# altr_hps_ckgate_ctrl

altr_hps_ckgate_ctrl/final_placement.png
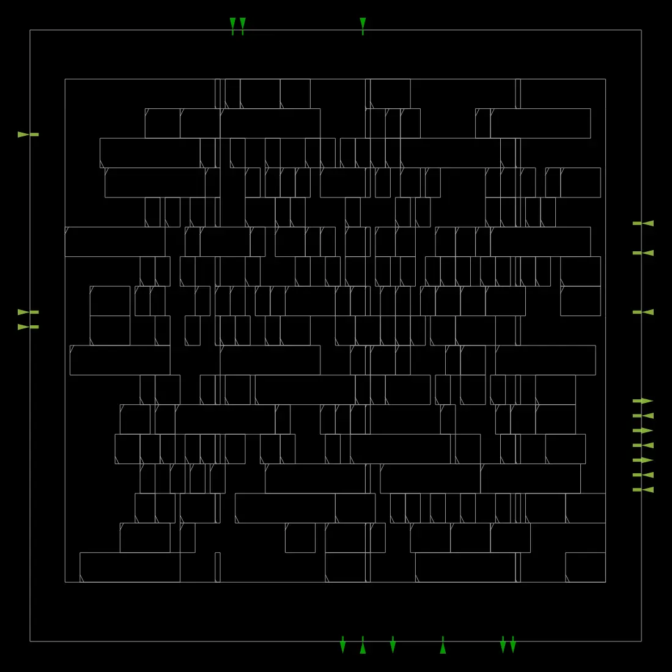

[src/rtl/altr_hps_ckgate_pkg.sv]
`default_nettype none
// ============================================================================
//  Module      : altr_hps_ckgate_pkg
//  Description : Shared definitions for the HPS clock-gate controller.
//                Provides the FSM state encoding (OFF/WAKE/ON/IDLE), the
//                default wake-up hold length and the width of the wake
//                counter.
//  Revision    : 1.0 - initial release
// ============================================================================
package altr_hps_ckgate_pkg;

    typedef enum logic [1:0] {
        ST_OFF  = 2'd0,
        ST_WAKE = 2'd1,
        ST_ON   = 2'd2,
        ST_IDLE = 2'd3
    } ckg_state_e;

    // Default number of cycles clk_en is held before the first grant.
    localparam int c_wake_cyc_dflt = 2;

    // Wake hold length is at most 15 cycles, so 4 bits cover WAKE_CYC-1.
    localparam int c_wake_w = 4;

endpackage : altr_hps_ckgate_pkg
`default_nettype wire

[src/rtl/altr_hps_ckgate_cnt.sv]
`default_nettype none
// ============================================================================
//  Module      : altr_hps_ckgate_cnt
//  Description : Loadable down-counter with zero flag. Holds at zero rather
//                than wrapping, so a decrement request at zero is harmless.
//  Ports       : clk, rst      - clock, asynchronous active-high reset
//                i_load        - load i_load_val (has priority over i_dec)
//                i_load_val    - value to load
//                i_dec         - decrement by one when non-zero
//                o_zero        - count register equals zero
//  Revision    : 1.0 - initial release
// ============================================================================
module altr_hps_ckgate_cnt #(
    parameter int WIDTH = 8
) (
    input  logic             clk,
    input  logic             rst,
    input  logic             i_load,
    input  logic [WIDTH-1:0] i_load_val,
    input  logic             i_dec,
    output logic             o_zero
);

    logic [WIDTH-1:0] r_count;
    logic             w_zero;

    assign w_zero = (r_count == '0);
    assign o_zero = w_zero;

    always_ff @(posedge clk or posedge rst) begin
        if (rst) begin
            r_count <= '0;
        end else if (i_load) begin
            r_count <= i_load_val;
        end else if (i_dec && !w_zero) begin
            r_count <= r_count - 1'b1;
        end
    end

endmodule : altr_hps_ckgate_cnt
`default_nettype wire

[src/rtl/altr_hps_ckgate_ctrl.sv]
`default_nettype none
// ============================================================================
//  Module      : altr_hps_ckgate_ctrl
//  Description : Clock-gate enable controller. Requesters raise req[i]; the
//                controller enables the downstream clock, waits WAKE_CYC
//                cycles for it to settle, then grants ack[i]. When demand
//                disappears the clock stays on for idle_limit+1 cycles
//                before gating off. force_on keeps the clock running
//                without producing grants.
//  Ports       : clk         - free-running source clock
//                rst         - asynchronous active-high reset
//                req         - per-requester clock request (level)
//                force_on    - software override, clock kept on, no ack
//                idle_limit  - idle cycles tolerated before gating off
//                clk_en      - registered enable for the external AND cell
//                ack         - per-requester grant (clock running while high)
//                state       - current FSM state (OFF/WAKE/ON/IDLE)
//  Revision    : 1.0 - initial release
// ============================================================================
module altr_hps_ckgate_ctrl
    import altr_hps_ckgate_pkg::*;
#(
    parameter int NUM_REQ  = 4,
    parameter int CNT_W    = 8,
    parameter int WAKE_CYC = c_wake_cyc_dflt
) (
    input  logic               clk,
    input  logic               rst,
    input  logic [NUM_REQ-1:0] req,
    input  logic               force_on,
    input  logic [CNT_W-1:0]   idle_limit,
    output logic               clk_en,
    output logic [NUM_REQ-1:0] ack,
    output logic [1:0]         state
);

    localparam logic [c_wake_w-1:0] c_wake_load = c_wake_w'(WAKE_CYC - 1);

    ckg_state_e         r_state;
    ckg_state_e         w_next_state;
    logic               r_clk_en;
    logic [NUM_REQ-1:0] r_ack;
    logic [NUM_REQ-1:0] w_ack_next;

    logic w_demand;
    logic w_wake_load;
    logic w_wake_dec;
    logic w_wake_zero;
    logic w_idle_load;
    logic w_idle_dec;
    logic w_idle_zero;

    assign w_demand = (|req) | force_on;

    // Wake-up hold counter.
    altr_hps_ckgate_cnt #(
        .WIDTH (c_wake_w)
    ) u_wake_cnt (
        .clk        (clk),
        .rst        (rst),
        .i_load     (w_wake_load),
        .i_load_val (c_wake_load),
        .i_dec      (w_wake_dec),
        .o_zero     (w_wake_zero)
    );

    // Idle timeout counter; idle_limit is captured only on entry to IDLE.
    altr_hps_ckgate_cnt #(
        .WIDTH (CNT_W)
    ) u_idle_cnt (
        .clk        (clk),
        .rst        (rst),
        .i_load     (w_idle_load),
        .i_load_val (idle_limit),
        .i_dec      (w_idle_dec),
        .o_zero     (w_idle_zero)
    );

    always_comb begin
        w_next_state = r_state;
        w_wake_load  = 1'b0;
        w_wake_dec   = 1'b0;
        w_idle_load  = 1'b0;
        w_idle_dec   = 1'b0;
        w_ack_next   = '0;
        case (r_state)
            ST_OFF: begin
                if (w_demand) begin
                    w_next_state = ST_WAKE;
                    w_wake_load  = 1'b1;
                end
            end
            ST_WAKE: begin
                // Proceeds to ON even if demand vanished during wake-up.
                if (w_wake_zero) begin
                    w_next_state = ST_ON;
                end else begin
                    w_wake_dec = 1'b1;
                end
            end
            ST_ON: begin
                // Grants track requests one edge late; acks only ever come
                // from ON, so IDLE/OFF/WAKE see ack cleared.
                w_ack_next = req;
                if (!w_demand) begin
                    w_next_state = ST_IDLE;
                    w_idle_load  = 1'b1;
                end
            end
            ST_IDLE: begin
                if (w_demand) begin
                    w_next_state = ST_ON;
                end else if (w_idle_zero) begin
                    w_next_state = ST_OFF;
                end else begin
                    w_idle_dec = 1'b1;
                end
            end
            default: begin
                w_next_state = ST_OFF;
            end
        endcase
    end

    always_ff @(posedge clk or posedge rst) begin
        if (rst) begin
            r_state  <= ST_OFF;
            r_clk_en <= 1'b0;
            r_ack    <= '0;
        end else begin
            r_state  <= w_next_state;
            // Enable drops on the same edge the FSM enters OFF.
            r_clk_en <= (w_next_state != ST_OFF);
            r_ack    <= w_ack_next;
        end
    end

    assign clk_en = r_clk_en;
    assign ack    = r_ack;
    assign state  = r_state;

endmodule : altr_hps_ckgate_ctrl
`default_nettype wire
[config.mk]
export PLATFORM = sky130hd
export DESIGN_NAME = altr_hps_ckgate_ctrl
export DESIGN_NICKNAME = d
export VERILOG_FILES = /design/src/rtl/altr_hps_ckgate_pkg.sv /design/src/rtl/altr_hps_ckgate_cnt.sv /design/src/rtl/altr_hps_ckgate_ctrl.sv
export SDC_FILE = /design/constraint.sdc
export NUM_CORES = 1
export LEC_CHECK = 0
export ABC_AREA = 1
export CAP_MARGIN = 15
export CORE_MARGIN = 3
export CORE_UTILIZATION = 45
export DETAILED_ROUTE_END_ITERATION = 12
export HOLD_SLACK_MARGIN = 0.12
export PLACE_DENSITY = 0.71
export SLEW_MARGIN = 20
export SYNTH_ARGS = -nofsm -noshare
export SYNTH_HDL_FRONTEND = slang
export SYNTH_SLANG_ARGS = --single-unit
export TNS_END_PERCENT = 50
[constraint.sdc]
create_clock -name clk -period 2.7 [get_ports clk]
set_clock_uncertainty 0.2 [all_clocks]
set_input_delay 0.27 -clock clk [delete_from_list [all_inputs] [get_ports clk]]
set_output_delay 0.27 -clock clk [all_outputs]
set_load 0.03 [all_outputs]
# counter10

**src/rtl/counter10_pkg.sv**
```systemverilog
// ---------------------------------------------------------------------------
// counter10_pkg
// Purpose : Shared constants for the modulo-10 counter block.
// Contents: COUNT_MODULUS - number of states in the count sequence
//           COUNT_WIDTH   - bit width of the count register
//           COUNT_MAX     - terminal count value (last value before wrap)
// ---------------------------------------------------------------------------
`timescale 1ns/1ps

package counter10_pkg;

  localparam int COUNT_MODULUS = 10;
  localparam int COUNT_WIDTH   = 4;
  localparam int COUNT_MAX     = COUNT_MODULUS - 1;

endpackage : counter10_pkg

```
**src/rtl/counter10.sv**
```systemverilog
// ---------------------------------------------------------------------------
// counter10
// Purpose : Free-running modulo-MODULUS up counter (0..MODULUS-1, wrap to 0)
//           with asynchronous active-high reset and recovery from any value
//           outside the legal range.
// Params  : MODULUS - count modulus (default 10)
//           WIDTH   - width of cnt, 2**WIDTH must be >= MODULUS (default 4)
// Ports   : clk - rising-edge clock, the only clock domain
//           rst - asynchronous active-high reset, clears cnt to 0
//           cnt - current count, driven straight from the state register
// ---------------------------------------------------------------------------
`timescale 1ns/1ps

module counter10
  import counter10_pkg::*;
#(
  parameter int MODULUS = COUNT_MODULUS,
  parameter int WIDTH   = COUNT_WIDTH
) (
  input  logic             clk,
  input  logic             rst,
  output logic [WIDTH-1:0] cnt
);

  // Terminal count expressed at the register width so the compare is
  // unsigned and width-matched.
  localparam logic [WIDTH-1:0] LP_CNT_MAX = WIDTH'(MODULUS - 1);

  logic [WIDTH-1:0] r_cnt;
  logic [WIDTH-1:0] w_cnt_next;

  // A single ">=" compare covers both the normal wrap at the terminal count
  // and recovery from unreachable values above it; it is evaluated before
  // the increment so the increment can never overflow into an illegal value.
  always_comb begin
    w_cnt_next = '0;
    if (r_cnt < LP_CNT_MAX) begin
      w_cnt_next = r_cnt + 1'b1;
    end
  end

  always_ff @(posedge clk or posedge rst) begin
    if (rst) begin
      r_cnt <= '0;
    end else begin
      r_cnt <= w_cnt_next;
    end
  end

  assign cnt = r_cnt;

endmodule : counter10

```
**config.mk**
```make
export PLATFORM = sky130hd
export DESIGN_NAME = counter10
export DESIGN_NICKNAME = d
export VERILOG_FILES = /design/src/rtl/counter10_pkg.sv /design/src/rtl/counter10.sv
export SDC_FILE = /design/constraint.sdc
export NUM_CORES = 1
export LEC_CHECK = 0
export CORE_AREA = 2 2 39 41
export CTS_CLUSTER_SIZE = 20
export DETAILED_ROUTE_END_ITERATION = 8
export DIE_AREA = 0 0 41 43
export GPL_TIMING_DRIVEN = 1
export PLACE_DENSITY = 0.31
export SYNTH_ARGS = -nofsm -noshare
export SYNTH_HDL_FRONTEND = slang
export SYNTH_SLANG_ARGS = --single-unit
```
**constraint.sdc**
```tcl
create_clock -name clk -period 2.16 [get_ports clk]
set_input_delay 0.432 -clock clk [delete_from_list [all_inputs] [get_ports clk]]
set_output_delay 0.432 -clock clk [all_outputs]
set_load 0.02 [all_outputs]
```
counter10/final_placement.png
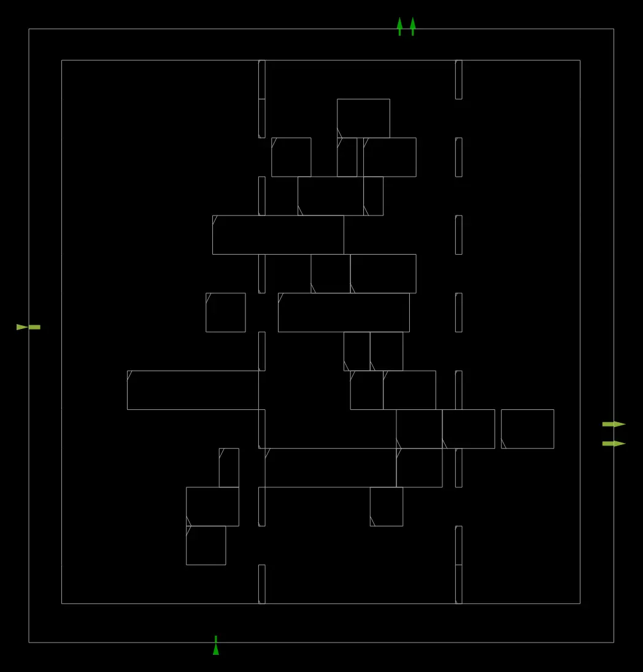
final core utilization: 20.8%
Finished Layout Cells: 41
flop share of the area: 34.8%

counter10/metal_stack.png
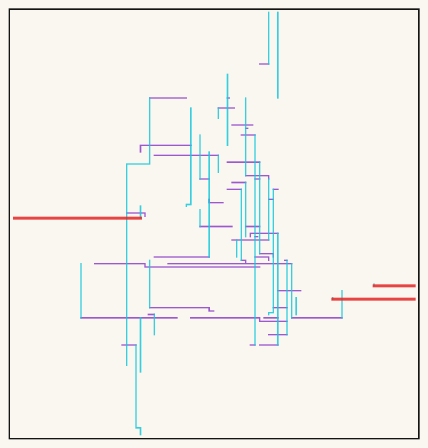
| colour | layer | wire length |
|---|---|---|
| red | met3 | 24.9 µm |
| cyan | met2 | 209 µm |
| purple | met1 | 130 µm |

==> flow_summary_export.csv, counter10 <==
group,metric,value,unit
power,p_int,0.139,mW
clocking,post_cts_buffers,0,
worst_setup_path,cp_max_fo,6,
synthesis,area_leaders,"dfrtp_1, ha_1, nor2b_1, inv_1, a32o_1",
worst_setup_path,path_delay_family,"buffers and inverters",
status,outcome,"finished, final reports clean",
synthesis,synth_flops,4,
worst_setup_path,rr_endpoint,"cnt[3]$_DFF_PP0_",
global_routing,track_usage,5.54,%
power,pg_comb,0.00327,mW
power,p_comb_share,1.9,%
detailed_routing,ant_nets,0,
clocking,cts_tree,"done",
final_layout,insertedDiodeCount,0,
worst_setup_path,cp_num_cells,1,
detailed_routing,finalWirelength,363,µm
floorplan,die_w,41,µm
timing,setup_violations,0,
global_routing,grt_overflow_total,0,
worst_setup_path,critical_path_arrival,1.29,ns
## counter10: cells in the mapped netlist, drive strengths merged
cell type / instances
a21boi: 1
a21oi: 1
a32o: 1
dfrtp: 4
ha: 2
inv: 3
nand2b: 1
nor2b: 2
o2bb2ai: 1
xnor2: 1
## counter10: through the flow
stage / instances / area (µm²) / total power, mW / util [%]
final: 41 / 288 / 0.171 / 20.8
after global routing: 41 / 288 / 0.184 / 20.8
after CTS: 41 / 288 / 0.180 / 20.8
after detailed placement: 38 / 265 / 0.0798 / 19.2
after global placement: 38 / 265 / 0.0797 / 19.2
after floorplan: 17 / 195 / 0.0775 / -
## counter10: cell families (layout without fill, tap and decap cells)
kind of cell    after synthesis  count (layout)  synth area share, %
fa+ha+maj                     2               2                 12.8
xor+xnor                      1               1                 4.49
buf+inv                       3              11                 5.77
flops                         4               4                 51.3
compound gates                4               4                 16.0
simple gates                  3               3                 9.62
## counter10: cell type report
type,instances,area share (%)
tap,16,6.96
sequential,4,34.8
inverter,3,3.91
timing repair buffer,5,17.4
clock buffer,3,7.83
multi-input combinational,10,29.1
## counter10: routing by layer
metal	routed length, µm	share of wire (%)
met1	130	36
met2	208	57
met3	24	6.6
met4	0	0
met5	0	0
altr_hps_ckgate_ctrl/density.png
The die is cut into 11 by 11 equal tiles; black is low, pale yellow is high, 0 to 100% covered.
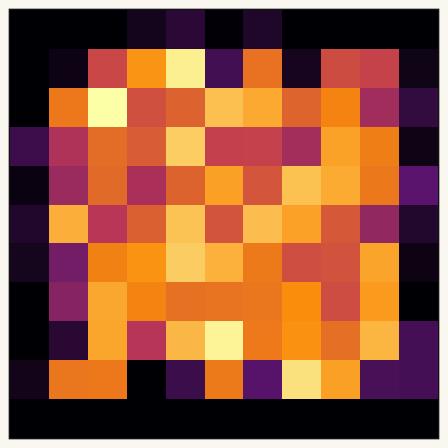
fullest tile: 100%
nearly empty tiles: 21%
mean over tiles: 44%
densest ninth of the die: centre
tiles over 75% full: 23%

## Picture notes: altr_hps_ckgate_ctrl/final_placement.png
Flops: 19
flop share of the area: 33.7%
Core Area: 2300 µm²
Finished Layout Cells: 217
fillers: 231

==> flow_summary_export.csv, altr_hps_ckgate_ctrl <==
group,metric,value,unit
job,drv_cap,0,
worst_setup_path,critPathBufInv,1,
timing,hold_viol,0,
timing,worst_pin_slew,0.746,ns
timing,holdWs,0.162,ns
detailed_routing,ant_nets,0,
job,warning_count,27,
synthesis,logic_family,"simple AND/OR/NAND/NOR gates",
clocking,ctsHtreeMaxLevel,1,
final_layout,lay_top_count,"nand2_1",
synthesis,synth_flops,19,
timing,post-route-period-util,74.9,%
floorplan,rows,17,
power,powerClk,0.160,mW
detailed_routing,met2WireLength,1.22,mm
status,outcome,"finished, final reports clean",
synthesis,fa_ha_area_share,3.31,%
synthesis,syn_area_per_cell,6.91,µm²
synthesis,flop_cell,"dfrtp_1",
placement,dp_cells,213,
synthesis,syn_inst,164,
clocking,cts_root_buf,"clkbuf_4",
final_layout,finalInstanceArea,1410,µm²
synthesis,edf_count,0,
final_layout,final_util,61.3,%
power,p_seq,0.434,mW
detailed_routing,dr_total_vias,1046,
detailed_routing,top_layer,"met4",
synthesis,synth-async-reset-ratio,100,%
final_layout,area_growth,24.3,%
worst_setup_path,critical_path_class,"flop to output port",
global_routing,grt_max_degree,20,
detailed_routing,avgViaCountPerCell,4.82,
global_routing,use_met3,2.78,%
worst_setup_path,reg2reg_slack,0.95,ns
final_layout,drive_gt1_share,8.47,%
timing,slew_viol_final,0,
synthesis,ys_sh_simple,43.4,%
worst_setup_path,slowest_stage,"clkdlybuf4s50_1",
synthesis,area_leaders,"dfrtp_1, nand2_1, nor2_1, inv_1, nand3_1",
power,powerDensity,757,nW/µm²
timing,fin_setup_tns,0,ns
global_routing,antenna_found_initial,0,
clocking,ctsResizeCount,0,
power,p_int,0.606,mW
timing,period_needed,2.02,ns
==> altr_hps_ckgate_ctrl: final cells by class <==
cell class,instances,area [µm²]
multi-input cells,123,576
inverters,22,82.6
well taps,28,35.0
clock buffers,3,22.5
fillers,231,888
flip-flops and latches,19,475
repair buffers,21,210
clock inverters,1,7.51
==> altr_hps_ckgate_ctrl: path summary, 6_finish.rpt <==
kind	startpoint	to	depth (start not counted)
max reg2reg	u_idle_cnt.r_count[0]$_DFFE_PP0P_	u_idle_cnt.r_count[6]$_DFFE_PP0P_	9
max	state[0]$_DFF_PP0_	state[0]	1
min	rst	ack[2]$_DFF_PP0_	2
min in group clk	u_idle_cnt.r_count[0]$_DFFE_PP0P_	u_idle_cnt.r_count[0]$_DFFE_PP0P_	2
max in group asynchronous	rst	u_idle_cnt.r_count[7]$_DFFE_PP0P_	2
min reg2reg	u_idle_cnt.r_count[0]$_DFFE_PP0P_	u_idle_cnt.r_count[0]$_DFFE_PP0P_	2
==> altr_hps_ckgate_ctrl: state kept, by name, indices dropped and copies added (netlist names) <==
register,count
u_idle_cnt.r_count,8
ack,4
u_wake_cnt.r_count,4
state,2
clk_en,1


==> gallery <==
Selected gate families.
picture 1
Scale bar: 20 µm.
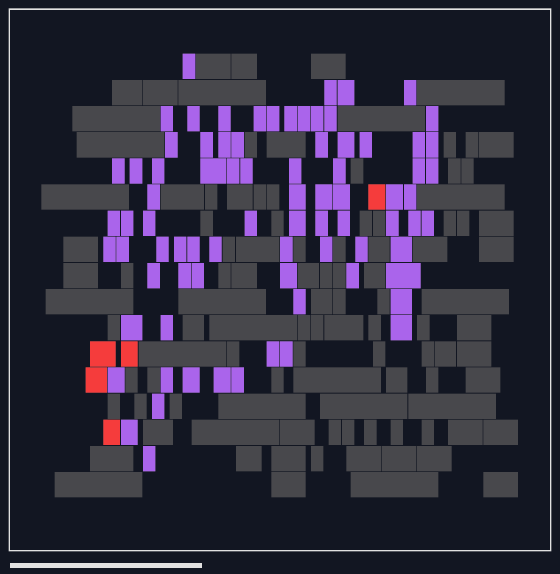
picture 2
Scale bar: 10 µm.
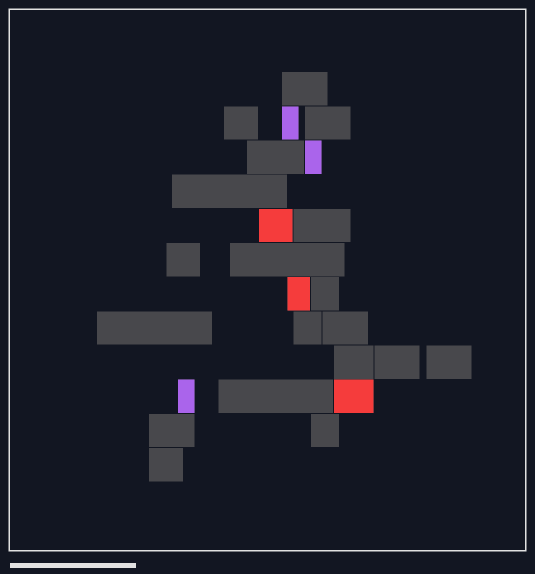
counter10 is picture 2.
altr_hps_ckgate_ctrl is picture 1.

Key to picture 1:
| colour | family | cells |
|---|---|---|
| red | inverting AOI/OAI gates | 5 |
| purple | NAND gates | 80 |

No activity file was given, so power comes from the tool's default toggle rates.
